=== hazard_fwd_unit ===
===== src/rtl/hazard_fwd_unit.sv =====
// hazard_fwd_unit: decode-stage hazard detection and EXE operand-select generation.
// Latency: selects registered (1 cycle, aligned with ID/EXE); stall combinational. Backpressure: stall holds PC and IF/ID, flush overrides stall; both insert a bubble. Build option: HAZARD_FWD_UNIT_FWD_EN enables bypassing.
module hazard_fwd_unit (
  input  logic        clock,
  input  logic        reset,
  input  logic        dwreg,
  input  logic        dm2reg,
  input  logic [4:0]  drn,
  input  logic [4:0]  drs,
  input  logic [4:0]  drt,
  input  logic        dusers,
  input  logic        dusert,
  input  logic        dshift,
  input  logic        daluimm,
  input  logic        dstore,
  input  logic        flush,
  output logic [1:0]  adepen,
  output logic [1:0]  bdepen,
  output logic [1:0]  stodepen,
  output logic        stall,
  output logic [15:0] stall_cnt
);

  logic       e_wreg, e_m2reg, m_wreg;
  logic [4:0] e_rn, m_rn;
  logic       rs_e, rs_m, rt_e, rt_m, rt_read, bubble;
  logic [1:0] a_sel, b_sel, sto_sel;

  function automatic logic hit(input logic wreg, input logic [4:0] rn, input logic [4:0] src);
    return wreg && (rn == src) && (src != 5'd0);
  endfunction

  assign rs_e    = hit(e_wreg, e_rn, drs);
  assign rs_m    = hit(m_wreg, m_rn, drs);
  assign rt_e    = hit(e_wreg, e_rn, drt);
  assign rt_m    = hit(m_wreg, m_rn, drt);
  assign rt_read = dusert | dstore;
  assign bubble  = stall | flush;

`ifdef HAZARD_FWD_UNIT_FWD_EN
  logic e_load;
  assign e_load = e_wreg & e_m2reg;

  // A load still in EXE has no result yet, so it can only be taken from MEM later.
  function automatic logic [1:0] fwd_sel(input logic from_e, input logic from_m, input logic load);
    if (from_e && !load) return 2'd2;
    if (from_m)          return 2'd3;
    return 2'd0;
  endfunction

  always_comb begin
    a_sel   = 2'd0;
    b_sel   = 2'd0;
    sto_sel = 2'd0;
    if (dshift)      a_sel = 2'd1;
    else if (dusers) a_sel = fwd_sel(rs_e, rs_m, e_load);
    if (daluimm)     b_sel = 2'd1;
    else if (dusert) b_sel = fwd_sel(rt_e, rt_m, e_load);
    if (dstore)      sto_sel = fwd_sel(rt_e, rt_m, e_load);
    stall = !flush && e_load && ((dusers && rs_e) || (rt_read && rt_e));
  end
`else
  logic rs_e_any, rt_e_any;

  always_comb begin
    // Without bypass paths, loads and ALU producers in EXE stall alike.
    rs_e_any = (rs_e & e_m2reg) | (rs_e & ~e_m2reg);
    rt_e_any = (rt_e & e_m2reg) | (rt_e & ~e_m2reg);
    a_sel    = {1'b0, dshift};
    b_sel    = {1'b0, daluimm};
    sto_sel  = 2'd0;
    stall    = !flush && ((dusers && (rs_e_any || rs_m)) || (rt_read && (rt_e_any || rt_m)));
  end
`endif

  always_ff @(posedge clock or posedge reset) begin
    if (reset) begin
      e_wreg    <= 1'b0;
      e_m2reg   <= 1'b0;
      e_rn      <= 5'd0;
      m_wreg    <= 1'b0;
      m_rn      <= 5'd0;
      adepen    <= 2'd0;
      bdepen    <= 2'd0;
      stodepen  <= 2'd0;
      stall_cnt <= 16'd0;
    end else begin
      m_wreg <= e_wreg;
      m_rn   <= e_rn;
      e_rn   <= drn;
      if (bubble) begin
        e_wreg   <= 1'b0;
        e_m2reg  <= 1'b0;
        adepen   <= 2'd0;
        bdepen   <= 2'd0;
        stodepen <= 2'd0;
      end else begin
        e_wreg   <= dwreg;
        e_m2reg  <= dm2reg;
        adepen   <= a_sel;
        bdepen   <= b_sel;
        stodepen <= sto_sel;
      end
      if (stall && (stall_cnt != 16'hFFFF))
        stall_cnt <= stall_cnt + 16'd1;
    end
  end

endmodule


===== config.mk =====
export PLATFORM = sky130hd
export DESIGN_NAME = hazard_fwd_unit
export DESIGN_NICKNAME = d
export VERILOG_FILES = /design/src/rtl/hazard_fwd_unit.sv
export SDC_FILE = /design/constraint.sdc
export NUM_CORES = 1
export LEC_CHECK = 0
export CAP_MARGIN = 20
export CORE_MARGIN = 10
export CORE_UTILIZATION = 48
export CTS_BUF_LIST = sky130_fd_sc_hd__clkbuf_16
export CTS_CLUSTER_SIZE = 16
export DETAILED_ROUTE_END_ITERATION = 6
export PLACE_DENSITY = 0.84
export SYNTH_ARGS = -nofsm -noshare
export SYNTH_HDL_FRONTEND = slang
export SYNTH_SLANG_ARGS = --single-unit

===== constraint.sdc =====
create_clock -name clock -period 4.7 [get_ports clock]
set_input_delay 0.47 -clock clock [delete_from_list [all_inputs] [get_ports clock]]
set_output_delay 0.47 -clock clock [all_outputs]
set_load 0.02 [all_outputs]

==> flow_metrics.tcl <==
# place-and-route summary
set metrics [dict create \
    n_fill_cell 224 \
    final-hold-violation-count 0 \
    worst-slew-pin-transition_ns 0.711 \
    power.largest_group "the clock network" \
    cts_tree "built" \
    outcome "complete, no violations" \
    number_of_antenna_violations_at_the_first_check_in_global_routing 0 \
    floorplan.initialDensity_pct 51.1 \
    grt_pass1_wl_um 5890 \
    holdCritPathClass "reg -> reg" \
    synth-seq-cells 30 \
    postCtsSetupRepairBufs 0 \
    dpl_cell_area_mm2 0.00185 \
    worstSetupEndpointType "output pin" \
    clock_skew_ns 0.00399 \
    worst_hold_slack_ns 0.405 \
    layout-drive-gt1-share_pct 7.74 \
    pwr-share-clk_pct 43.8 \
    p_total_mw 0.672 \
    insertedDiodeCount 0 \
]
kinds of logic after synthesis:
group | share of synthesized area (%)
AOI/OAI and AO/OA | 4.45
xor gates and xnor gates | 21.4
adders and majority gates | 0.873
buffers and inverters | 4.02
DFF | 52.4
muxes | 0.786
other | 0.262
and+or+nand+nor | 15.8
registers in the layout, summed over array words and instances, names as in the netlist:
signal     count
m_wreg         1
m_rn           5
adepen         1
stall_cnt     16
e_wreg         1
bdepen         1
e_rn           5
metal layers:
layer	GRT usage [%]	part of all wire (%)	vias up
li1	-	-	502
met4	7.56	2.3	0
met1	14.4	37	530
met2	24.0	51	45
met3	6.31	9.3	12
met5	0	0	-
cell usage after synthesis, drive strengths merged:
master  number
xnor2       34
dfrtp       30
nand4       16
nand2        8
and3         6
buf          6
and2         3
nor2         3
clkbuf       2
o22ai        2
a311oi       1
a32oi        1
conb         1
ha           1
inv          1
mux2         1
nand3        1
nor2b        1
nor3         1
o22a         1
or4          1
xor2         1
layout make-up:
class,count,area [um^2],area share [%]
sequential,30,751,37.3
timing repair buffer,43,448,22.2
inverter,1,3.75,0.186
tap,31,38.8,1.93
multi-input combinational,86,636,31.6
clock inverter,3,12.5,0.621
clock buffer,5,125,6.21
**hazard_fwd_unit: logic cells by family**

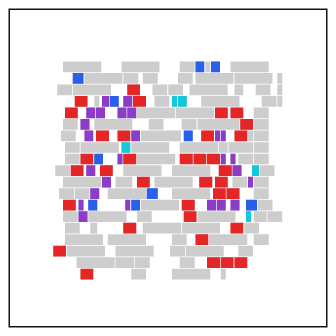
Purple stands for nand cells, cells 25. Blue stands for and/or cells, cells 10. Cyan stands for nor cells, cells 5, where middle. Red stands for xor and xnor cells, cells 35.
fraction of area in multi-input gates: 31.6%
highest-count logic cell in the final layout: sky130_fd_sc_hd__clkdlybuf4s50_1

**hazard_fwd_unit: metal 2**

Cells faint in the background.
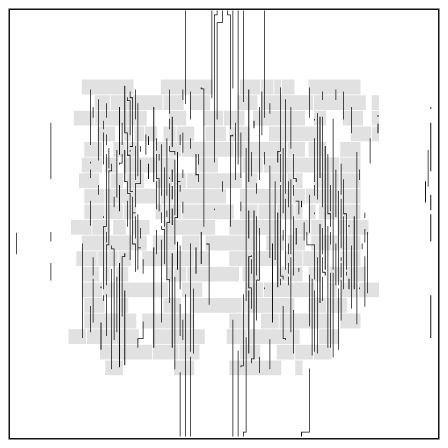
179 nets have wire on it. The wires run mostly vertical. The layer holds 51% of the routed length. The longest straight run is 29.9 um. The layer carries 1940 um of wire.


=== conv_window_feeder ===
$ cat config.mk
export PLATFORM = sky130hd
export DESIGN_NAME = conv_window_feeder
export DESIGN_NICKNAME = d
export VERILOG_FILES = /design/src/rtl/conv_feed_pkg.sv /design/src/rtl/conv_window_feeder_win_row_shift.sv /design/src/rtl/conv_window_feeder.sv
export SDC_FILE = /design/constraint.sdc
export NUM_CORES = 1
export LEC_CHECK = 0
export CAP_MARGIN = 10
export CORE_MARGIN = 5
export CORE_UTILIZATION = 45
export CTS_BUF_LIST = sky130_fd_sc_hd__clkbuf_2 sky130_fd_sc_hd__clkbuf_4 sky130_fd_sc_hd__clkbuf_8
export CTS_CLUSTER_SIZE = 20
export DETAILED_ROUTE_END_ITERATION = 7
export GPL_ROUTABILITY_DRIVEN = 0
export GPL_TIMING_DRIVEN = 0
export PLACE_DENSITY_LB_ADDON = 0.12
export SYNTH_ARGS = -nofsm -noshare
export SYNTH_HDL_FRONTEND = slang
export SYNTH_HIERARCHICAL = 1
export SYNTH_SLANG_ARGS = --single-unit
$ cat constraint.sdc
create_clock -name clk -period 6.6 [get_ports clk]
set_input_delay 1.98 -clock clk [delete_from_list [all_inputs] [get_ports clk]]
set_output_delay 1.98 -clock clk [all_outputs]
set_load 0.03 [all_outputs]
$ cat src/rtl/conv_feed_pkg.sv
// Shared types and column field offsets for the conv window feeder.
package conv_feed_pkg;

  typedef enum logic [1:0] {
    FILL0 = 2'd0,
    FILL1 = 2'd1,
    RUN   = 2'd2
  } state_t;

  // Bit offset of each kernel row inside the packed column words.
  localparam int IMG_ROW_OFS [3] = '{0, 8, 16};
  localparam int KER_ROW_OFS [3] = '{0, 8, 16};

endpackage

$ cat src/rtl/conv_window_feeder_win_row_shift.sv
// One row of the 3x3 window: a 3-deep enabled shift register, oldest on o_q1.
module win_row_shift #(
  parameter int W = 8
) (
  input  logic         clk,
  input  logic         rst_n,
  input  logic         i_clr,
  input  logic         i_en,
  input  logic [W-1:0] i_din,
  output logic [W-1:0] o_q1,
  output logic [W-1:0] o_q2,
  output logic [W-1:0] o_q3
);

  logic [W-1:0] q1_q, q1_d;
  logic [W-1:0] q2_q, q2_d;
  logic [W-1:0] q3_q, q3_d;

  always_comb begin
    q1_d = q1_q;
    q2_d = q2_q;
    q3_d = q3_q;
    if (i_clr) begin
      q1_d = '0;
      q2_d = '0;
      q3_d = '0;
    end else if (i_en) begin
      q1_d = q2_q;
      q2_d = q3_q;
      q3_d = i_din;
    end
  end

  always_ff @(posedge clk or negedge rst_n) begin
    if (!rst_n) begin
      q1_q <= '0;
      q2_q <= '0;
      q3_q <= '0;
    end else begin
      q1_q <= q1_d;
      q2_q <= q2_d;
      q3_q <= q3_d;
    end
  end

  assign o_q1 = q1_q;
  assign o_q2 = q2_q;
  assign o_q3 = q3_q;

endmodule

$ cat src/rtl/conv_window_feeder.sv
// Builds 3x3 pixel/weight windows from a column stream, ROW_LEN-2 windows per strip.
module conv_window_feeder
  import conv_feed_pkg::*;
#(
  parameter int IMG_W   = 8,
  parameter int KER_W   = 4,
  parameter int ROW_LEN = 128,
  parameter int CNT_W   = 17
) (
  input  logic             clk,
  input  logic             i_rst_n,
  input  logic             i_flush,
  input  logic             i_valid,
  output logic             o_ready,
  input  logic [23:0]      i_col_img,
  input  logic [23:0]      i_col_wgt,
  input  logic             i_ready,
  output logic             o_valid,
  output logic [IMG_W-1:0] o_im1,
  output logic [IMG_W-1:0] o_im2,
  output logic [IMG_W-1:0] o_im3,
  output logic [IMG_W-1:0] o_im4,
  output logic [IMG_W-1:0] o_im5,
  output logic [IMG_W-1:0] o_im6,
  output logic [IMG_W-1:0] o_im7,
  output logic [IMG_W-1:0] o_im8,
  output logic [IMG_W-1:0] o_im9,
  output logic [KER_W-1:0] o_ker1,
  output logic [KER_W-1:0] o_ker2,
  output logic [KER_W-1:0] o_ker3,
  output logic [KER_W-1:0] o_ker4,
  output logic [KER_W-1:0] o_ker5,
  output logic [KER_W-1:0] o_ker6,
  output logic [KER_W-1:0] o_ker7,
  output logic [KER_W-1:0] o_ker8,
  output logic [KER_W-1:0] o_ker9,
  output logic             o_last,
  output logic [CNT_W-1:0] o_win_cnt,
  output state_t           o_dbg_state
);

  // Handshake: a column moves on i_valid & o_ready, a window on o_valid & i_ready.
  // o_ready = ~o_valid | i_ready, since the window is the only storage; a flush
  // suppresses both beats in its cycle.

  state_t           state_q, state_d;
  logic [CNT_W-1:0] col_cnt_q, col_cnt_d;
  logic [CNT_W-1:0] win_cnt_q, win_cnt_d;
  logic             valid_q, valid_d;
  logic             last_q, last_d;
  logic             accept, take, col_last;
  logic [IMG_W-1:0] im_w  [9];
  logic [KER_W-1:0] ker_w [9];
  logic             unused_wgt;

  assign o_ready  = ~valid_q | i_ready;
  assign accept   = i_valid & o_ready & ~i_flush;
  assign take     = valid_q & i_ready & ~i_flush;
  assign col_last = (col_cnt_q == CNT_W'(ROW_LEN - 1));

  for (genvar r = 0; r < 3; r++) begin : g_row
    win_row_shift #(.W(IMG_W)) u_img (
      .clk   (clk),
      .rst_n (i_rst_n),
      .i_clr (i_flush),
      .i_en  (accept),
      .i_din (i_col_img[IMG_ROW_OFS[r] +: IMG_W]),
      .o_q1  (im_w[3*r]),
      .o_q2  (im_w[3*r+1]),
      .o_q3  (im_w[3*r+2])
    );
    win_row_shift #(.W(KER_W)) u_ker (
      .clk   (clk),
      .rst_n (i_rst_n),
      .i_clr (i_flush),
      .i_en  (accept),
      .i_din (i_col_wgt[KER_ROW_OFS[r] +: KER_W]),
      .o_q1  (ker_w[3*r]),
      .o_q2  (ker_w[3*r+1]),
      .o_q3  (ker_w[3*r+2])
    );
  end

  assign unused_wgt = ^{i_col_wgt[7:4], i_col_wgt[15:12], i_col_wgt[23:20]};

  always_comb begin
    state_d   = state_q;
    col_cnt_d = col_cnt_q;
    win_cnt_d = win_cnt_q;
    valid_d   = valid_q;
    last_d    = last_q;
    if (i_flush) begin
      state_d   = FILL0;
      col_cnt_d = '0;
      valid_d   = 1'b0;
      last_d    = 1'b0;
    end else begin
      if (take) begin
        valid_d   = 1'b0;
        last_d    = 1'b0;
        win_cnt_d = win_cnt_q + CNT_W'(1);
      end
      if (accept) begin
        col_cnt_d = col_last ? '0 : col_cnt_q + CNT_W'(1);
        unique case (state_q)
          FILL0: begin
            state_d = FILL1;
            valid_d = 1'b0;
            last_d  = 1'b0;
          end
          FILL1: begin
            state_d = RUN;
            valid_d = 1'b0;
            last_d  = 1'b0;
          end
          RUN: begin
            valid_d = 1'b1;
            last_d  = col_last;
            if (col_last) state_d = FILL0;
          end
          default: state_d = FILL0;
        endcase
      end
    end
  end

  always_ff @(posedge clk or negedge i_rst_n) begin
    if (!i_rst_n) begin
      state_q   <= FILL0;
      col_cnt_q <= '0;
      win_cnt_q <= '0;
      valid_q   <= 1'b0;
      last_q    <= 1'b0;
    end else begin
      state_q   <= state_d;
      col_cnt_q <= col_cnt_d;
      win_cnt_q <= win_cnt_d;
      valid_q   <= valid_d;
      last_q    <= last_d;
    end
  end

  assign o_valid     = valid_q;
  assign o_last      = last_q;
  assign o_win_cnt   = win_cnt_q;
  assign o_dbg_state = state_q;

  assign o_im1 = im_w[0];
  assign o_im2 = im_w[1];
  assign o_im3 = im_w[2];
  assign o_im4 = im_w[3];
  assign o_im5 = im_w[4];
  assign o_im6 = im_w[5];
  assign o_im7 = im_w[6];
  assign o_im8 = im_w[7];
  assign o_im9 = im_w[8];

  assign o_ker1 = ker_w[0];
  assign o_ker2 = ker_w[1];
  assign o_ker3 = ker_w[2];
  assign o_ker4 = ker_w[3];
  assign o_ker5 = ker_w[4];
  assign o_ker6 = ker_w[5];
  assign o_ker7 = ker_w[6];
  assign o_ker8 = ker_w[7];
  assign o_ker9 = ker_w[8];

endmodule
==> flow_metrics.tcl <==
# place-and-route summary
set metrics [dict create \
    cts_inserted_buffers 17 \
    cts_sinks 146 \
    globalRoute.totalOverflow 0 \
    setup_tns_ns 0 \
    final-hold-violation-count 0 \
    vias_in_the_first_global_route 4993 \
    synth-edff-count 0 \
    largestClassByArea "registers" \
    max_slew_margin_pct 20.7 \
    synthTopCellsByCount "146 x sky130_fd_sc_hd__dfrtp_1, 115 x sky130_fd_sc_hd__nor2_1, 108 x sky130_fd_sc_hd__mux2i_1" \
    post_synth_num_cell_types 40 \
    yosys.area.top_type "sky130_fd_sc_hd__dfrtp_1" \
    chip_area_mm2 0.0167 \
    min_period_ns 5.37 \
    outcome "complete, no violations" \
    worstSetupStartpointType "input port" \
    critPathSlowestCell "sky130_fd_sc_hd__clkdlybuf4s50_1" \
    fin_crit_sh_pct 81.4 \
    final-comb-area_mm2 0.00245 \
    floorplan.core_area_mm2 0.0139 \
    seq-power_mw 0.934 \
    crit_path_setup_slack_layout_ns 1.23 \
    postCtsSetupRepairBufs 0 \
    dieWidth_um 129 \
    layoutNonFillerInstCount 925 \
    max_clock_freq_ghz 0.186 \
    power_frac_seq_pct 49.7 \
    clockNetworkAreaShare_pct 4.73 \
    hpwlAfterDp_um 10800 \
    holdPathEnd "o_win_cnt[16]" \
    floorplan.initialDensity_pct 45.9 \
    regArea_mm2 0.00365 \
    max_stage_delay_ns 0.62 \
    grt_start_max_net_pins 88 \
    worstSetupEndpointType "output pin" \
    layout-drive-gt1-share_pct 8.32 \
    yosys.area_share.xor_xnor_pct 2.33 \
    pre_cts_ws_ns 1.23 \
]
cells in the final DEF, fill, tap and decap left out, drive strengths merged, types with 2 or more instances in the layout:
cell / Yosys / layout
nor4: 4 / 4
dfrtp: 146 / 146
o31ai: 10 / 10
xnor2: 10 / 10
and3: 2 / 2
ha: 2 / 2
clkbuf: 12 / 33
nor2: 115 / 115
clkinvlp: 0 / 3
xor2: 7 / 7
a31oi: 4 / 4
nand4: 11 / 11
nand2: 16 / 16
nor3: 4 / 4
a21oi: 18 / 18
mux2i: 108 / 108
buf: 17 / 21
nand3: 15 / 15
o21ai: 4 / 4
or4: 12 / 12
inv: 7 / 7
clkinv: 0 / 4
and4: 6 / 6
a41oi: 2 / 2
clkdlybuf4s50: 0 / 169
bufinv: 0 / 3
registers in the layout (all words and copies together), names as in the netlist:
register and cells:
col_cnt_q 17, g_row.u_img/o_q1 24, g_row.u_img/o_q2 24, g_row.u_img/o_q3 24, g_row.u_ker/o_q1 12, g_row.u_ker/o_q2 12
g_row.u_ker/o_q3 12, o_dbg_state 2, o_last 1, o_valid 1, o_win_cnt 17
worst max-delay path, delay by kind of cell:
family / cells / cell delay (ns)
buffers and inverters: 3 / 1.16
and+or+nand+nor: 1 / 0.25
**conv_window_feeder: sequential cells colored by netlist name**

Other sequential cells in the stronger gray, the rest of the logic in the fainter gray.
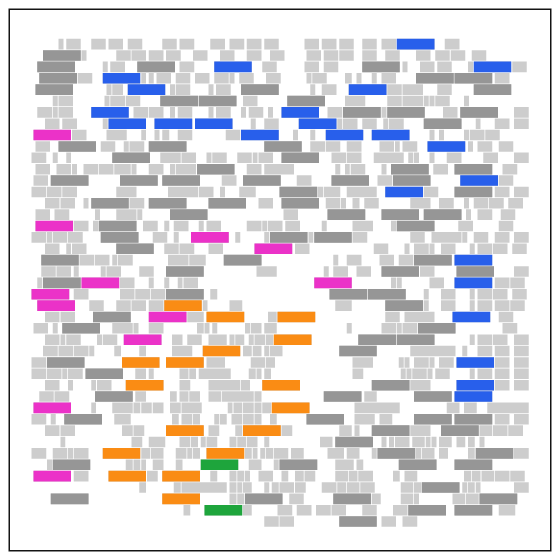
Green stands for `o_dbg_state`, sequential cells 2. Orange stands for `col_cnt_q`, sequential cells 17. Magenta stands for `g_row.u_ker/o_q1`, sequential cells 12. Blue stands for `g_row.u_img/o_q3`, sequential cells 24.

**conv_window_feeder: routing congestion**

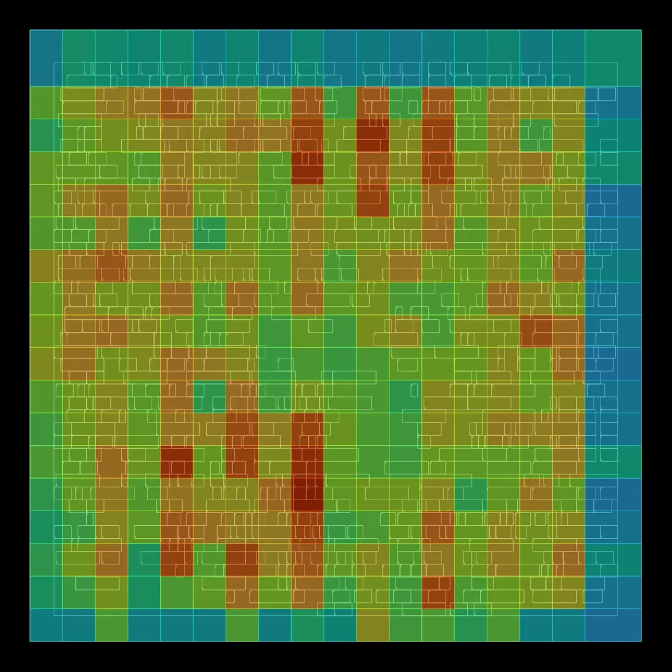
fraction of met2 tracks used by global routing: 29.2%
routed len/inst: 16.3 um
met3 GRT Util: 6.84%
Global Route Usage Sum: 18.9%
final core area utilization: 63.1%

**conv_window_feeder: M3 wires**

Scale bar: 50 um.
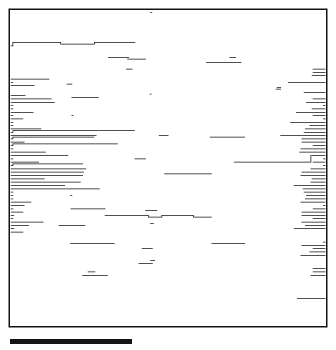
The wires run mostly horizontal. The layer holds 8.5% of the routed length. 116 nets have wire on it.


=== calc_engine ===
[src/rtl/calc_pkg.sv]
// calc_pkg: shared types and instruction-field layout for calc_engine.
//   op_e    : 2-bit opcode (ADD, SUB, MUL, DIV)
//   state_e : engine FSM state (LOAD, EXEC, DRAIN)
//   Field helpers give bit offsets in {op, a, b} as functions of W.
package calc_pkg;

  typedef enum logic [1:0] {
    OP_ADD = 2'b00,
    OP_SUB = 2'b01,
    OP_MUL = 2'b10,
    OP_DIV = 2'b11
  } op_e;

  typedef enum logic [1:0] {
    ST_LOAD  = 2'b00,
    ST_EXEC  = 2'b01,
    ST_DRAIN = 2'b10
  } state_e;

  localparam int unsigned B_LSB = 0;

  function automatic int unsigned instr_width(input int unsigned w);
    return 2 * w + 2;
  endfunction

  function automatic int unsigned op_lsb(input int unsigned w);
    return 2 * w;
  endfunction

  function automatic int unsigned a_lsb(input int unsigned w);
    return w;
  endfunction

endpackage

[src/rtl/calc_alu_p.sv]
// calc_alu_p: combinational ALU for one calc_engine instruction.
//   op_i      : opcode
//   a_i, b_i  : W-bit unsigned operands
//   result_o  : 2W-bit zero-extended result magnitude
//   neg_o     : set for SUB when a < b
//   err_o     : divide-by-zero, or DIV when the divider is not built
// Build option: CALC_DIV_EN enables the divider for OP_DIV.
module calc_alu_p
  import calc_pkg::*;
#(
  parameter int unsigned W = 8
) (
  input  op_e            op_i,
  input  logic [W-1:0]   a_i,
  input  logic [W-1:0]   b_i,
  output logic [2*W-1:0] result_o,
  output logic           neg_o,
  output logic           err_o
);

  localparam int unsigned RW = 2 * W;

  logic [RW-1:0] a_x;
  logic [RW-1:0] b_x;

  assign a_x = {{W{1'b0}}, a_i};
  assign b_x = {{W{1'b0}}, b_i};

  always_comb begin
    result_o = '0;
    neg_o    = 1'b0;
    err_o    = 1'b0;
    case (op_i)
      OP_ADD: result_o = a_x + b_x;
      OP_SUB: begin
        if (a_i < b_i) begin
          neg_o    = 1'b1;
          result_o = b_x - a_x;
        end else begin
          result_o = a_x - b_x;
        end
      end
      OP_MUL: result_o = a_x * b_x;
      OP_DIV: begin
`ifdef CALC_DIV_EN
        if (b_i == '0) begin
          err_o = 1'b1;
        end else begin
          result_o = a_x / b_x;
        end
`else
        err_o = 1'b1;
`endif
      end
      default: ;
    endcase
  end

endmodule

[src/rtl/calc_engine.sv]
// calc_engine: loads a program of up to DEPTH instructions, then executes one
// per cycle and streams results out with valid/ready backpressure.
//   clk, reset_n            : clock, synchronous active-low reset
//   in_valid/in_ready       : instruction handshake (ready only in LOAD)
//   in_data                 : {op[2W+1:2W], a[2W-1:W], b[W-1:0]}
//   in_last                 : final instruction of a short program
//   out_valid/out_ready     : result handshake
//   out_result/neg/err/idx  : registered result fields
//   busy                    : executing or draining
//   done                    : one-cycle pulse after final result accepted
// Build option: CALC_DIV_EN (see calc_alu_p).
module calc_engine
  import calc_pkg::*;
#(
  parameter  int unsigned W     = 8,
  parameter  int unsigned DEPTH = 16,
  localparam int unsigned IW    = $clog2(DEPTH)
) (
  input  logic           clk,
  input  logic           reset_n,
  input  logic           in_valid,
  output logic           in_ready,
  input  logic [2*W+1:0] in_data,
  input  logic           in_last,
  output logic           out_valid,
  input  logic           out_ready,
  output logic [2*W-1:0] out_result,
  output logic           out_neg,
  output logic           out_err,
  output logic [IW-1:0]  out_idx,
  output logic           busy,
  output logic           done
);

  localparam int unsigned IDW = instr_width(W);
  localparam int unsigned OPL = op_lsb(W);
  localparam int unsigned AL  = a_lsb(W);
  localparam int unsigned RW  = 2 * W;
  // Counts need one extra value so a full program length DEPTH is representable.
  localparam int unsigned CW  = $clog2(DEPTH + 1);
  localparam logic [CW-1:0] C_ONE      = CW'(1);
  localparam logic [CW-1:0] C_LASTSLOT = CW'(DEPTH - 1);

  logic [IDW-1:0] mem [DEPTH];

  state_e         st_q;
  logic [CW-1:0]  cnt_q;
  logic [CW-1:0]  n_q;
  logic [IW-1:0]  idx_q;
  logic           out_valid_q;
  logic [RW-1:0]  out_result_q;
  logic           out_neg_q;
  logic           out_err_q;
  logic [IW-1:0]  out_idx_q;
  logic           done_q;

  logic [IDW-1:0] instr;
  op_e            instr_op;
  logic [RW-1:0]  alu_res;
  logic           alu_neg;
  logic           alu_err;
  logic           load_fire;
  logic           load_last;
  logic           slot_free;
  logic           issue_last;

  assign in_ready   = reset_n && (st_q == ST_LOAD);
  assign load_fire  = in_valid && in_ready;
  assign load_last  = in_last || (cnt_q == C_LASTSLOT);
  assign slot_free  = !out_valid_q || out_ready;
  assign issue_last = (CW'(idx_q) == (n_q - C_ONE));
  assign instr      = mem[idx_q];
  assign instr_op   = op_e'(instr[OPL +: 2]);

  calc_alu_p #(.W(W)) u_alu (
    .op_i     (instr_op),
    .a_i      (instr[AL +: W]),
    .b_i      (instr[B_LSB +: W]),
    .result_o (alu_res),
    .neg_o    (alu_neg),
    .err_o    (alu_err)
  );

  // Program memory is deliberately not reset.
  always_ff @(posedge clk) begin
    if (load_fire) begin
      mem[cnt_q[IW-1:0]] <= in_data;
    end
  end

  always_ff @(posedge clk) begin
    if (!reset_n) begin
      st_q         <= ST_LOAD;
      cnt_q        <= '0;
      n_q          <= '0;
      idx_q        <= '0;
      out_valid_q  <= 1'b0;
      out_result_q <= '0;
      out_neg_q    <= 1'b0;
      out_err_q    <= 1'b0;
      out_idx_q    <= '0;
      done_q       <= 1'b0;
    end else begin
      done_q <= 1'b0;
      case (st_q)
        ST_LOAD: begin
          if (load_fire) begin
            cnt_q <= cnt_q + C_ONE;
            if (load_last) begin
              n_q   <= cnt_q + C_ONE;
              idx_q <= '0;
              st_q  <= ST_EXEC;
            end
          end
        end
        ST_EXEC: begin
          // Issuing into a free slot also retires any result taken this cycle.
          if (slot_free) begin
            out_valid_q  <= 1'b1;
            out_result_q <= alu_res;
            out_neg_q    <= alu_neg;
            out_err_q    <= alu_err;
            out_idx_q    <= idx_q;
            idx_q        <= idx_q + IW'(1);
            if (issue_last) begin
              st_q <= ST_DRAIN;
            end
          end
        end
        ST_DRAIN: begin
          if (out_valid_q && out_ready) begin
            out_valid_q <= 1'b0;
            done_q      <= 1'b1;
            cnt_q       <= '0;
            st_q        <= ST_LOAD;
          end
        end
        default: st_q <= ST_LOAD;
      endcase
    end
  end

  assign out_valid  = out_valid_q;
  assign out_result = out_result_q;
  assign out_neg    = out_neg_q;
  assign out_err    = out_err_q;
  assign out_idx    = out_idx_q;
  assign busy       = (st_q != ST_LOAD);
  assign done       = done_q;

endmodule

[config.mk]
export PLATFORM = sky130hd
export DESIGN_NAME = calc_engine
export DESIGN_NICKNAME = d
export VERILOG_FILES = /design/src/rtl/calc_pkg.sv /design/src/rtl/calc_alu_p.sv /design/src/rtl/calc_engine.sv
export SDC_FILE = /design/constraint.sdc
export NUM_CORES = 1
export LEC_CHECK = 0
export CORE_ASPECT_RATIO = 0.75
export CORE_MARGIN = 2
export CORE_UTILIZATION = 55
export DETAILED_ROUTE_END_ITERATION = 7
export PLACE_DENSITY = 0.71
export SKIP_CTS_REPAIR_TIMING = 1
export SLEW_MARGIN = 20
export SYNTH_ARGS = -nofsm -noshare
export SYNTH_HDL_FRONTEND = slang
export SYNTH_HIERARCHICAL = 1
export SYNTH_SLANG_ARGS = --single-unit
[constraint.sdc]
create_clock -name clk -period 6.4 [get_ports clk]
set_input_delay 0.96 -clock clk [delete_from_list [all_inputs] [get_ports clk]]
set_output_delay 0.96 -clock clk [all_outputs]
set_load 0.02 [all_outputs]
==> flow_metrics.tcl <==
# place-and-route summary
set metrics [dict create \
    outcome "complete, no violations" \
    dieWidth_um 202 \
    grt_pass1_wl_um 56100 \
    netSwitchingFraction_pct 28.1 \
    worst-slew-pin-transition_ns 0.957 \
    regArea_mm2 0.00953 \
    postSynthCellCount 1091 \
    ys_cells 1091 \
    insertedDiodeCount 0 \
    post_synth_num_cell_types 69 \
    final_core_utilization_pct 63.3 \
    detail_route.wl_per_cell_um 22.9 \
    cts_tree "built" \
    dpl_cell_area_mm2 0.0172 \
    input_output_buffers 48 \
    globalRoute.totalOverflow 0 \
    nets_at_floorplan 1220 \
    max_clock_freq_ghz 0.163 \
    power.largest_group "sequential cells" \
    layout.cells.most_common "sky130_fd_sc_hd__edfxtp_1" \
    setup_tns_ns 0 \
    place.detailed.instances 1518 \
    cts_sinks 332 \
    holdCritPathClass "reg -> reg" \
    clockBufferCount 42 \
    floorplan.core_area_mm2 0.0290 \
    power_report.internal_total_mw 4.02 \
    worstPathBufferInverterCount 5 \
    leakage_nw 6.55 \
    post_synth_main_area_contributors "sky130_fd_sc_hd__edfxtp_1 54%, sky130_fd_sc_hd__mux4_2 7.0%, sky130_fd_sc_hd__dfxtp_1 5.5%" \
    layoutNonFillerInstCount 1590 \
    ys.warnings.count 6 \
    post-synth-top-count-cell "sky130_fd_sc_hd__edfxtp_1" \
    hpwlAfterDp_um 22700 \
    synth.yosys.seq_area_share_pct 59.1 \
]
[state kept, by name, summed over array words and instances, names as in the netlist, named ones only]
register / count
cnt_q: 5
out_valid: 1
idx_q: 4
n_q: 5
out_neg: 1
done: 1
out_result: 16
mem: 288
out_idx: 4
st_q: 2
out_err: 1
[cells by family after synthesis]
kind of cell / Yosys count / synth area share [%]
muxes: 87 / 11.5
AOI/OAI and AO/OA: 158 / 7.12
xor gates and xnor gates: 29 / 1.58
adders and majority gates: 106 / 10.0
buffers and inverters: 129 / 3.71
DFF: 332 / 59.1
and+or+nand+nor: 250 / 6.95
[path summary, 6_finish.rpt]
path | start | endpoint | slack (ns)
min reg2reg | out_result[14] | out_result[14] | 0.45
max reg2reg | flop | out_result[13] | 0.27
max | flop | out_result[13] | 0.27
min | out_result[14] | out_result[14] | 0.45
[routing by layer]
layer / share of wire (%) / vias to the layer above / track usage [%]
li1: - / 4259 / -
met5: 0 / - / 0
met2: 46 / 364 / 37.4
met1: 46 / 4866 / 37.1
met3: 6.8 / 54 / 3.72
met4: 1.7 / 0 / 5.53
**calc_engine: logic cells by family**

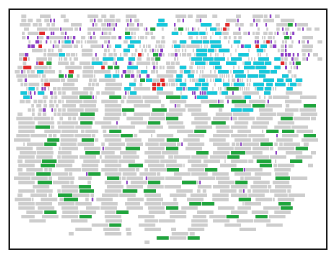
Green stands for mux cells, cells 87. Cyan stands for fa/ha/maj cells, cells 106. Purple stands for nand cells, cells 130. Red stands for non-inverting ao/oa cells, cells 19.


=== brp_resolve ===
**brp_resolve: routing congestion**

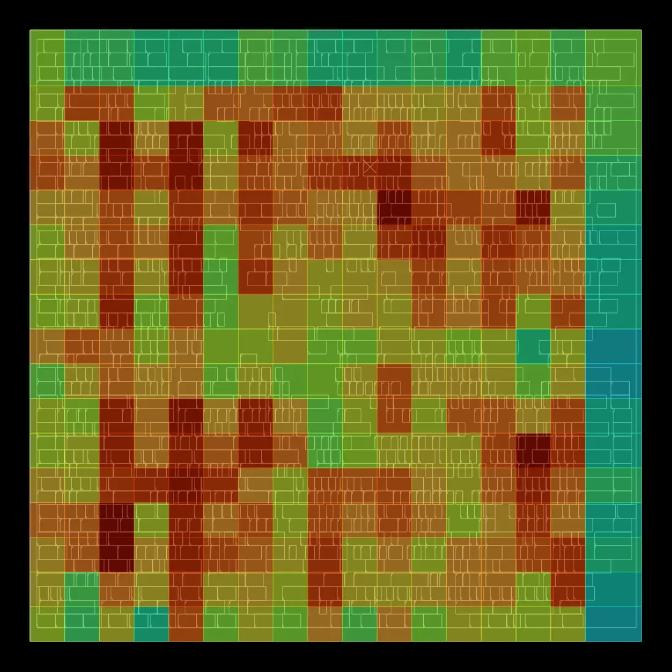
**brp_resolve: logic cells by family**

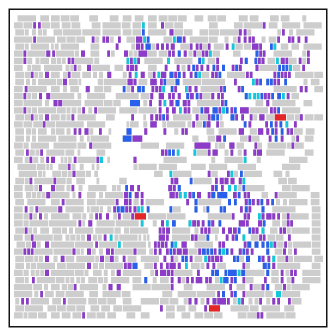
### src/rtl/brp_resolve.sv
// EX-stage branch resolution: compares the IF prediction record against the ALU outcome,
// emits update/redirect strobes, a timed flush of younger stages and accuracy counters.
package rv32i_types;
  typedef enum logic [6:0] {
    op_lui   = 7'b0110111,
    op_auipc = 7'b0010111,
    op_jal   = 7'b1101111,
    op_jalr  = 7'b1100111,
    op_br    = 7'b1100011,
    op_load  = 7'b0000011,
    op_store = 7'b0100011,
    op_imm   = 7'b0010011,
    op_reg   = 7'b0110011,
    op_csr   = 7'b1110011
  } rv32i_opcode;

  typedef struct packed {
    logic        predicted;
    logic        prediction;
    logic        mp_valid;
    logic        mispredicted;
    logic [31:0] brp_alt;
  } rv32i_brp_word;
endpackage

module brp_resolve
  import rv32i_types::*;
#(
  parameter int unsigned FLUSH_CYCLES = 2,
  parameter int unsigned CNT_W        = 32
) (
  input  logic              clk,
  input  logic              rst,
  input  logic              ex_valid,
  input  logic              stall,
  input  logic [31:0]       pc_ex,
  input  rv32i_opcode       opcode_ex,
  input  logic              br_en,
  input  logic [31:0]       alu_target,
  input  rv32i_brp_word     brp_ex,
  output rv32i_brp_word     brp_mem,
  output logic              update,
  output logic              redirect,
  output logic [31:0]       redirect_pc,
  output logic              flush,
  output logic [CNT_W-1:0]  c_total,
  output logic [CNT_W-1:0]  c_correct
);

  typedef enum logic [0:0] {S_IDLE, S_FLUSH} state_t;

  state_t             state_q;
  logic [3:0]         cnt_q;
  rv32i_brp_word      brp_mem_q;
  logic               update_q, redirect_q;
  logic [31:0]        redirect_pc_q;
  logic [CNT_W-1:0]   c_total_q, c_correct_q;

  logic               resolve;
  rv32i_brp_word      rec_d;
  logic               upd_d, redir_d, mis_d;
  logic [31:0]        target_d;

  // Fetch already fell through to pc_ex+4, so the PC itself is not needed to resolve.
  logic pc_unused;
  assign pc_unused = ^pc_ex;

  assign resolve = ex_valid & ~stall & (state_q == S_IDLE);

  // NOTE: every signal gets a default before the case so no latch is inferred.
  always_comb begin
    rec_d    = '0;
    upd_d    = 1'b0;
    redir_d  = 1'b0;
    mis_d    = 1'b0;
    target_d = alu_target;
    case (opcode_ex)
      op_br: begin
        rec_d          = brp_ex;
        rec_d.mp_valid = brp_ex.predicted;
        if (brp_ex.predicted) begin
          mis_d              = (brp_ex.prediction != br_en);
          rec_d.mispredicted = mis_d;
          upd_d              = 1'b1;
          redir_d            = mis_d;
          target_d           = brp_ex.brp_alt;
        end else begin
          redir_d = br_en;
        end
      end
      op_jal: begin
        rec_d          = brp_ex;
        rec_d.mp_valid = 1'b0;
      end
      op_jalr: begin
        rec_d          = brp_ex;
        rec_d.mp_valid = 1'b0;
        redir_d        = 1'b1;
        target_d       = {alu_target[31:1], 1'b0};
      end
      default: ;
    endcase
  end

  // NOTE: sequential state uses non-blocking assignments only; reset is synchronous.
  always_ff @(posedge clk) begin
    if (rst) begin
      state_q       <= S_IDLE;
      cnt_q         <= '0;
      brp_mem_q     <= '0;
      update_q      <= 1'b0;
      redirect_q    <= 1'b0;
      redirect_pc_q <= '0;
      c_total_q     <= '0;
      c_correct_q   <= '0;
    end else begin
      update_q   <= resolve & upd_d;
      redirect_q <= resolve & redir_d;
      if (resolve & redir_d) redirect_pc_q <= target_d;
      if (!stall) brp_mem_q <= resolve ? rec_d : '0;

      case (state_q)
        S_IDLE: begin
          if (resolve & redir_d) begin
            state_q <= S_FLUSH;
            cnt_q   <= 4'(FLUSH_CYCLES - 1);
          end
        end
        S_FLUSH: begin
          if (!stall) begin
            if (cnt_q == 4'd0) state_q <= S_IDLE;
            else               cnt_q   <= cnt_q - 4'd1;
          end
        end
        default: state_q <= S_IDLE;
      endcase

      // Saturating counters; c_total always saturates no later than c_correct.
      if (resolve & upd_d) begin
        if (c_total_q != '1) c_total_q <= c_total_q + CNT_W'(1);
        if (!mis_d && (c_correct_q != '1)) c_correct_q <= c_correct_q + CNT_W'(1);
      end
    end
  end

  assign brp_mem     = brp_mem_q;
  assign update      = update_q;
  assign redirect    = redirect_q;
  assign redirect_pc = redirect_pc_q;
  assign flush       = (state_q == S_FLUSH);
  assign c_total     = c_total_q;
  assign c_correct   = c_correct_q;

endmodule

### config.mk
export PLATFORM = sky130hd
export DESIGN_NAME = brp_resolve
export DESIGN_NICKNAME = d
export VERILOG_FILES = /design/src/rtl/brp_resolve.sv
export SDC_FILE = /design/constraint.sdc
export NUM_CORES = 1
export LEC_CHECK = 0
export ABC_AREA = 1
export CORE_UTILIZATION = 50
export DETAILED_ROUTE_END_ITERATION = 6
export GPL_TIMING_DRIVEN = 0
export PLACE_DENSITY = 0.95
export SKIP_CTS_REPAIR_TIMING = 1
export SYNTH_ARGS = -nofsm -noshare
export SYNTH_HDL_FRONTEND = slang
export SYNTH_SLANG_ARGS = --single-unit
### constraint.sdc
create_clock -name clk -period 4.3 [get_ports clk]
set_input_delay 0.43 -clock clk [delete_from_list [all_inputs] [get_ports clk]]
set_output_delay 0.43 -clock clk [all_outputs]
set_load 0.02 [all_outputs]
==> flow_metrics.tcl <==
# place-and-route summary
set metrics [dict create \
    failed_checks "design-rule violations" \
    outcome "finished with violations" \
    num_tap_cells 180 \
    yosys.area.top_type "sky130_fd_sc_hd__dfxtp_1" \
    unrepaired_setup_endpoints_after_global_routing "false" \
    final-comb-area_mm2 0.00391 \
    largestClassByArea "multi-input combinational cells" \
    comb_cells 831 \
    final-setup-viol-count 0 \
    number_of_max_cap_violations 0 \
    insertedDiodeCount 0 \
    postSynthCellCount 1071 \
    seq-cell-share_pct 27.6 \
    synth.yosys.seq_area_share_pct 39.0 \
    count_of_plain_and_timing_repair_buffers 256 \
    avgSynthCellArea_um2 6.67 \
    drc_errors 1 \
    worst_hold_slack_ns 0.356 \
    timing.hold.worst.start "rst" \
]
## Picture notes: 'routing congestion' of brp_resolve
routed len/inst: 15.9 um
global routing usage on met1: 37.4%
most used routing layer in global routing: met2
Global Route Usage Sum: 32.5%
fraction of met2 tracks used by global routing: 57.2%

## Picture notes: 'logic cells by family' of brp_resolve
Cyan stands for inv cells, cells 57. Red stands for fa/ha/maj cells, cells 3. Blue stands for nor cells, cells 133. Purple stands for nand cells, cells 452, where spread over the die.
fraction of area in multi-input gates: 38.8%
final std cells w/o fill: 1494

## flip-flops by register name, summed over array words and instances (netlist names)
name         cells
redirect_pc     32
redirect         1
c_total         32
flush            1
cnt_q            4
c_correct       32
update           1
brp_mem         36
## worst max-delay path, stage by stage
cell and delay (ns):
sky130_fd_sc_hd__clkdlybuf4s50_1 0.59, sky130_fd_sc_hd__nand2_1 0.09, sky130_fd_sc_hd__nor2_2 0.18, sky130_fd_sc_hd__nand3_2 0.15
sky130_fd_sc_hd__nor2_4 0.25, sky130_fd_sc_hd__nand2_4 0.12, sky130_fd_sc_hd__a21oi_4 0.34, sky130_fd_sc_hd__inv_4 0.14
sky130_fd_sc_hd__buf_6 0.18, sky130_fd_sc_hd__nand2_1 0.06, sky130_fd_sc_hd__a21oi_1 0.06
## routing by layer
metal	vias to the layer above	share of wire (%)
met4	0	2.5
met3	48	8.6
li1	3924	-
met5	-	0
met1	3647	39
met2	366	50
## cell families after synthesis
group	count (synthesis)
AOI/OAI and AO/OA	172
adders and majority gates	3
and+or+nand+nor	617
xor gates and xnor gates	39
buffers and inverters	101
DFF	139

=== uart_loader ===
**uart_loader: sequential cells colored by netlist name**

Other sequential cells in the stronger gray, the rest of the logic in the fainter gray.
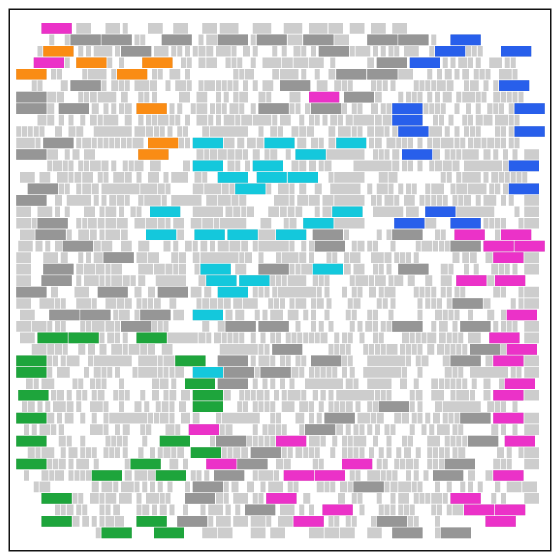
**uart_loader: M3 wires**

Scale bar: 50 um.
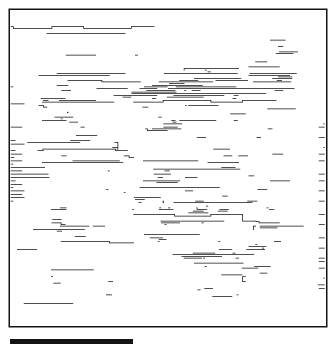
`src/rtl/uart_loader_pkg.sv`:
```
// Shared types and constants for the serial boot loader.
package uart_loader_pkg;

   typedef enum logic [2:0] {
      S_IDLE,
      S_ADDR,
      S_LEN,
      S_DATA,
      S_WRITE,
      S_CSUM
   } state_t;

   typedef enum logic [1:0] {
      ERR_ALIGN   = 2'd0,
      ERR_CSUM    = 2'd1,
      ERR_TIMEOUT = 2'd2,
      ERR_LINE    = 2'd3
   } err_code_t;

   localparam logic [7:0] SYNC_BYTE_DEFAULT = 8'hA5;
   localparam int ADDR_BYTES = 4;
   localparam int LEN_BYTES  = 2;
   localparam int WORD_BYTES = 4;

endpackage

```
`src/rtl/uart_loader_timer.sv`:
```
// Inter-byte watchdog: reloads on clr, counts down while enabled, flags expiry at zero.
module uart_loader_timer #(
   parameter int WIDTH = 23
) (
   input  logic             clk,
   input  logic             rst,
   input  logic             clr,
   input  logic             en,
   input  logic [WIDTH-1:0] load_val,
   output logic             expired
);

   logic [WIDTH-1:0] cnt;

   always_ff @(posedge clk) begin
      if (rst) begin
         cnt <= '0;
      end else if (clr) begin
         cnt <= load_val;
      end else if (en && (cnt != '0)) begin
         cnt <= cnt - 1'b1;
      end
   end

   // A byte arriving in the expiry cycle wins over the timeout.
   assign expired = en && !clr && (cnt == '0);

endmodule

```
`src/rtl/uart_loader.sv`:
```
// Parses framed load packets from the UART receiver and writes 32-bit words to memory,
// holding the core in reset while a packet is in progress. ADDR_WIDTH must be <= 32.
module uart_loader
   import uart_loader_pkg::*;
#(
   parameter int          ADDR_WIDTH     = 32,
   parameter logic [7:0]  SYNC_BYTE      = SYNC_BYTE_DEFAULT,
   parameter int          TIMEOUT_CYCLES = 5_000_000
) (
   input  logic                  clk,
   input  logic                  rst,
   input  logic [7:0]            i_data,
   input  logic                  i_valid,
   output logic                  o_ready,
   input  logic                  i_frame_error,
   input  logic                  i_overrun_error,
   output logic [ADDR_WIDTH-1:0] o_mem_addr,
   output logic [31:0]           o_mem_wdata,
   output logic                  o_mem_we,
   input  logic                  i_mem_ready,
   output logic                  o_cpu_rst,
   output logic                  o_busy,
   output logic                  o_done,
   output logic                  o_error,
   output logic [1:0]            o_err_code
);

   localparam int TW = $clog2(TIMEOUT_CYCLES + 1);
   localparam logic [TW-1:0] TIMER_LOAD = TW'(TIMEOUT_CYCLES - 1);

   state_t                state;
   logic [1:0]            byte_cnt;
   logic [7:0]            csum;
   logic [31:0]           word;
   logic [31:0]           word_next;
   logic [ADDR_WIDTH-1:0] addr;
   logic [15:0]           remaining;
   logic                  accept;
   logic                  tmr_en;
   logic                  tmr_expired;
   logic                  abort;
   err_code_t             abort_code;

   assign accept    = i_valid && o_ready;
   assign word_next = {i_data, word[31:8]};
   assign tmr_en    = (state == S_ADDR) || (state == S_LEN) ||
                      (state == S_DATA) || (state == S_CSUM);

   uart_loader_timer #(
      .WIDTH(TW)
   ) u_timer (
      .clk      (clk),
      .rst      (rst),
      .clr      (accept),
      .en       (tmr_en),
      .load_val (TIMER_LOAD),
      .expired  (tmr_expired)
   );

   // Abort sources in priority order; line errors preempt a same-cycle byte.
   always_comb begin
      abort      = 1'b0;
      abort_code = ERR_ALIGN;
      if ((state != S_IDLE) && (i_frame_error || i_overrun_error)) begin
         abort      = 1'b1;
         abort_code = ERR_LINE;
      end else if (tmr_expired) begin
         abort      = 1'b1;
         abort_code = ERR_TIMEOUT;
      end else if (accept && (state == S_ADDR) && (byte_cnt == 2'(ADDR_BYTES - 1)) &&
                   (word_next[1:0] != 2'b00)) begin
         abort      = 1'b1;
         abort_code = ERR_ALIGN;
      end else if (accept && (state == S_CSUM) && (i_data != csum)) begin
         abort      = 1'b1;
         abort_code = ERR_CSUM;
      end
   end

   always_ff @(posedge clk) begin
      if (rst) begin
         state       <= S_IDLE;
         byte_cnt    <= '0;
         csum        <= '0;
         word        <= '0;
         addr        <= '0;
         remaining   <= '0;
         o_ready     <= 1'b1;
         o_mem_addr  <= '0;
         o_mem_wdata <= '0;
         o_mem_we    <= 1'b0;
         o_cpu_rst   <= 1'b0;
         o_busy      <= 1'b0;
         o_done      <= 1'b0;
         o_error     <= 1'b0;
         o_err_code  <= '0;
      end else begin
         o_done  <= 1'b0;
         o_error <= 1'b0;
         if (abort) begin
            state      <= S_IDLE;
            o_error    <= 1'b1;
            o_err_code <= abort_code;
            o_busy     <= 1'b0;
            o_cpu_rst  <= 1'b0;
            o_mem_we   <= 1'b0;
            o_ready    <= 1'b1;
         end else begin
            case (state)
               S_IDLE: begin
                  if (accept && (i_data == SYNC_BYTE)) begin
                     state      <= S_ADDR;
                     o_busy     <= 1'b1;
                     o_cpu_rst  <= 1'b1;
                     o_err_code <= ERR_ALIGN;
                     csum       <= '0;
                     byte_cnt   <= '0;
                  end
               end
               S_ADDR: begin
                  if (accept) begin
                     csum     <= csum ^ i_data;
                     word     <= word_next;
                     byte_cnt <= byte_cnt + 1'b1;
                     if (byte_cnt == 2'(ADDR_BYTES - 1)) begin
                        addr     <= word_next[ADDR_WIDTH-1:0];
                        byte_cnt <= '0;
                        state    <= S_LEN;
                     end
                  end
               end
               S_LEN: begin
                  if (accept) begin
                     csum     <= csum ^ i_data;
                     word     <= word_next;
                     byte_cnt <= byte_cnt + 1'b1;
                     if (byte_cnt == 2'(LEN_BYTES - 1)) begin
                        remaining <= word_next[31:16];
                        byte_cnt  <= '0;
                        state     <= (word_next[31:16] != 16'd0) ? S_DATA : S_CSUM;
                     end
                  end
               end
               S_DATA: begin
                  if (accept) begin
                     csum     <= csum ^ i_data;
                     word     <= word_next;
                     byte_cnt <= byte_cnt + 1'b1;
                     if (byte_cnt == 2'(WORD_BYTES - 1)) begin
                        byte_cnt    <= '0;
                        state       <= S_WRITE;
                        o_mem_we    <= 1'b1;
                        o_mem_wdata <= word_next;
                        o_mem_addr  <= addr;
                        o_ready     <= 1'b0;
                     end
                  end
               end
               S_WRITE: begin
                  if (i_mem_ready) begin
                     o_mem_we  <= 1'b0;
                     o_ready   <= 1'b1;
                     addr      <= addr + ADDR_WIDTH'(4);
                     remaining <= remaining - 16'd1;
                     state     <= (remaining == 16'd1) ? S_CSUM : S_DATA;
                  end
               end
               S_CSUM: begin
                  if (accept) begin
                     o_done    <= 1'b1;
                     o_busy    <= 1'b0;
                     o_cpu_rst <= 1'b0;
                     state     <= S_IDLE;
                  end
               end
               default: state <= S_IDLE;
            endcase
         end
      end
   end

endmodule

```
`config.mk`:
```
export PLATFORM = sky130hd
export DESIGN_NAME = uart_loader
export DESIGN_NICKNAME = d
export VERILOG_FILES = /design/src/rtl/uart_loader_pkg.sv /design/src/rtl/uart_loader_timer.sv /design/src/rtl/uart_loader.sv
export SDC_FILE = /design/constraint.sdc
export NUM_CORES = 1
export LEC_CHECK = 0
export ABC_AREA = 1
export CAP_MARGIN = 20
export CORE_UTILIZATION = 58
export CTS_CLUSTER_DIAMETER = 100
export DETAILED_ROUTE_END_ITERATION = 8
export PLACE_DENSITY = 0.81
export SKIP_CTS_REPAIR_TIMING = 1
export SLEW_MARGIN = 20
export SYNTH_ARGS = -nofsm -noshare
export SYNTH_HDL_FRONTEND = slang
export SYNTH_SLANG_ARGS = --single-unit
```
`constraint.sdc`:
```
create_clock -name clk -period 2.4 [get_ports clk]
set_clock_uncertainty 0.2 [all_clocks]
set_input_delay 0.48 -clock clk [delete_from_list [all_inputs] [get_ports clk]]
set_output_delay 0.48 -clock clk [all_outputs]
set_load 0.02 [all_outputs]
```
==> flow_metrics.tcl <==
# place-and-route summary
set metrics [dict create \
    worstSetupEndpointType "flop" \
    max_clock_freq_ghz 0.442 \
    synth.yosys.seq_area_share_pct 38.8 \
    worst_hold_slack_ns 0.194 \
    timing.hold.worst.start "i_data[0]" \
    min_period_ns 2.26 \
    worst_ep_required_time_ns 2.57 \
    post_synth_num_cell_types 39 \
    outcome "complete, no violations" \
    grt.busiest_layer "met2" \
    synth-seq-cells 179 \
    cts-htree-levels 4 \
    ff_count 179 \
    dieWidth_um 128 \
    timing.reg2reg.worst_path_depth 12 \
    wl_met1_um 11600 \
    asyncSetResetFlopFracSynth_pct 0 \
    layout.cells.most_common_list "372 x sky130_fd_sc_hd__nand2_1, 369 x sky130_fd_sc_hd__nor2_1, 179 x sky130_fd_sc_hd__dfxtp_1" \
    holdPathEnd "o_mem_wdata[24]" \
]
About 'sequential cells colored by netlist name' of uart_loader:
Green stands for `u_timer.cnt`, sequential cells 23, where bottom left. Blue stands for `remaining`, sequential cells 16, where top right. Cyan stands for `word`, sequential cells 24. Orange stands for `csum`, sequential cells 8, where top left. Magenta stands for `o_mem_addr`, sequential cells 32.
Another 76 sequential cells are not colored.
power drawn by the sequential cells: 3.16 mW
sequential cell area: 0.00358 mm^2
final core area utilization: 74.5%
fraction of standard cell area that is sequential: 31.3%

About 'M3 wires' of uart_loader:
160 nets have wire on it. The longest straight run is 54.3 um. The layer holds 7.2% of the routed length. The wires run mostly horizontal.
met3 GRT Util: 5.63%
Total Routed Length: 26700 um
count of vias placed by the detailed router: 9671

[critical path, delay by kind of cell (launching register included)]
family / cells / cell delay, ns
buffers and inverters: 3 / 0.44
DFF: 1 / 0.41
AOI/OAI and AO/OA: 1 / 0.27
and+or+nand+nor: 8 / 0.85
[worst max-delay path by stage]
stage                      from            end  slack (ns)  depth (start not counted)
floorplan             i_data[0]  o_mem_addr[2]        0.43                         14
global placement        i_valid        csum[4]       -0.39                         11
detailed placement      i_valid        csum[6]       -0.42                         11
CTS                     i_valid        csum[6]        0.02                         11
global route        byte_cnt[0]        csum[6]      0.0009                         11
finish                 state[2]       addr[30]        0.14                         12
[flip-flops by register name (all words and copies together) (netlist names), 2 cells and up]
name	count
csum	8
byte_cnt	2
word	24
o_err_code	2
o_mem_wdata	32
o_mem_addr	32
state	3
addr	32
remaining	16
u_timer.cnt	23
[where the power goes]
part | leakage (nW) | total, mW | internal (mW) | switching (mW)
Sequential | 1.45 | 3.16 | 3.06 | 0.0993
Clock | 0.272 | 2.69 | 1.39 | 1.30
Combinational | 3.32 | 1.13 | 0.439 | 0.691
Total | 5.04 | 6.98 | 4.89 | 2.09


==> screenshots <==
Metal 2.
Cells faint in the background.
image #1
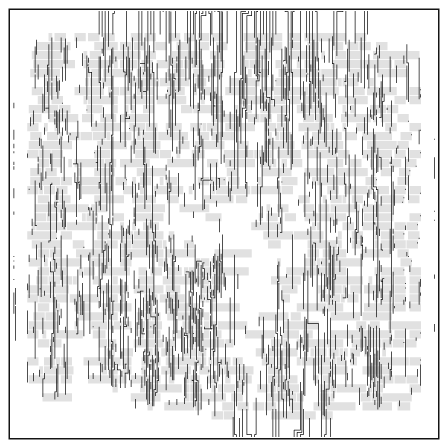
image #2
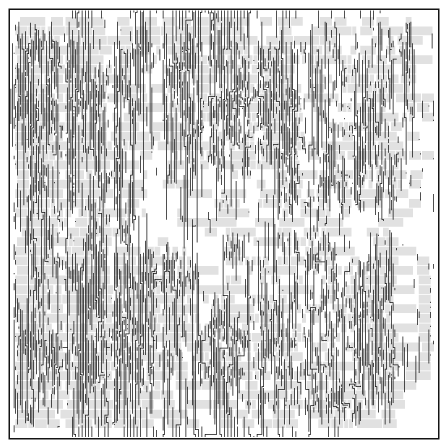
image #3
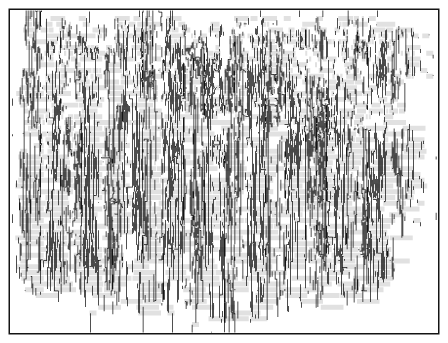
image #4
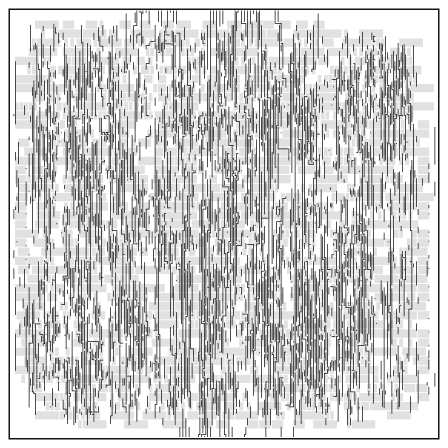
image #2 -> brp_resolve
image #4 -> uart_loader
image #1 -> conv_window_feeder
image #3 -> calc_engine

Power is estimated from default activity; no workload was simulated.
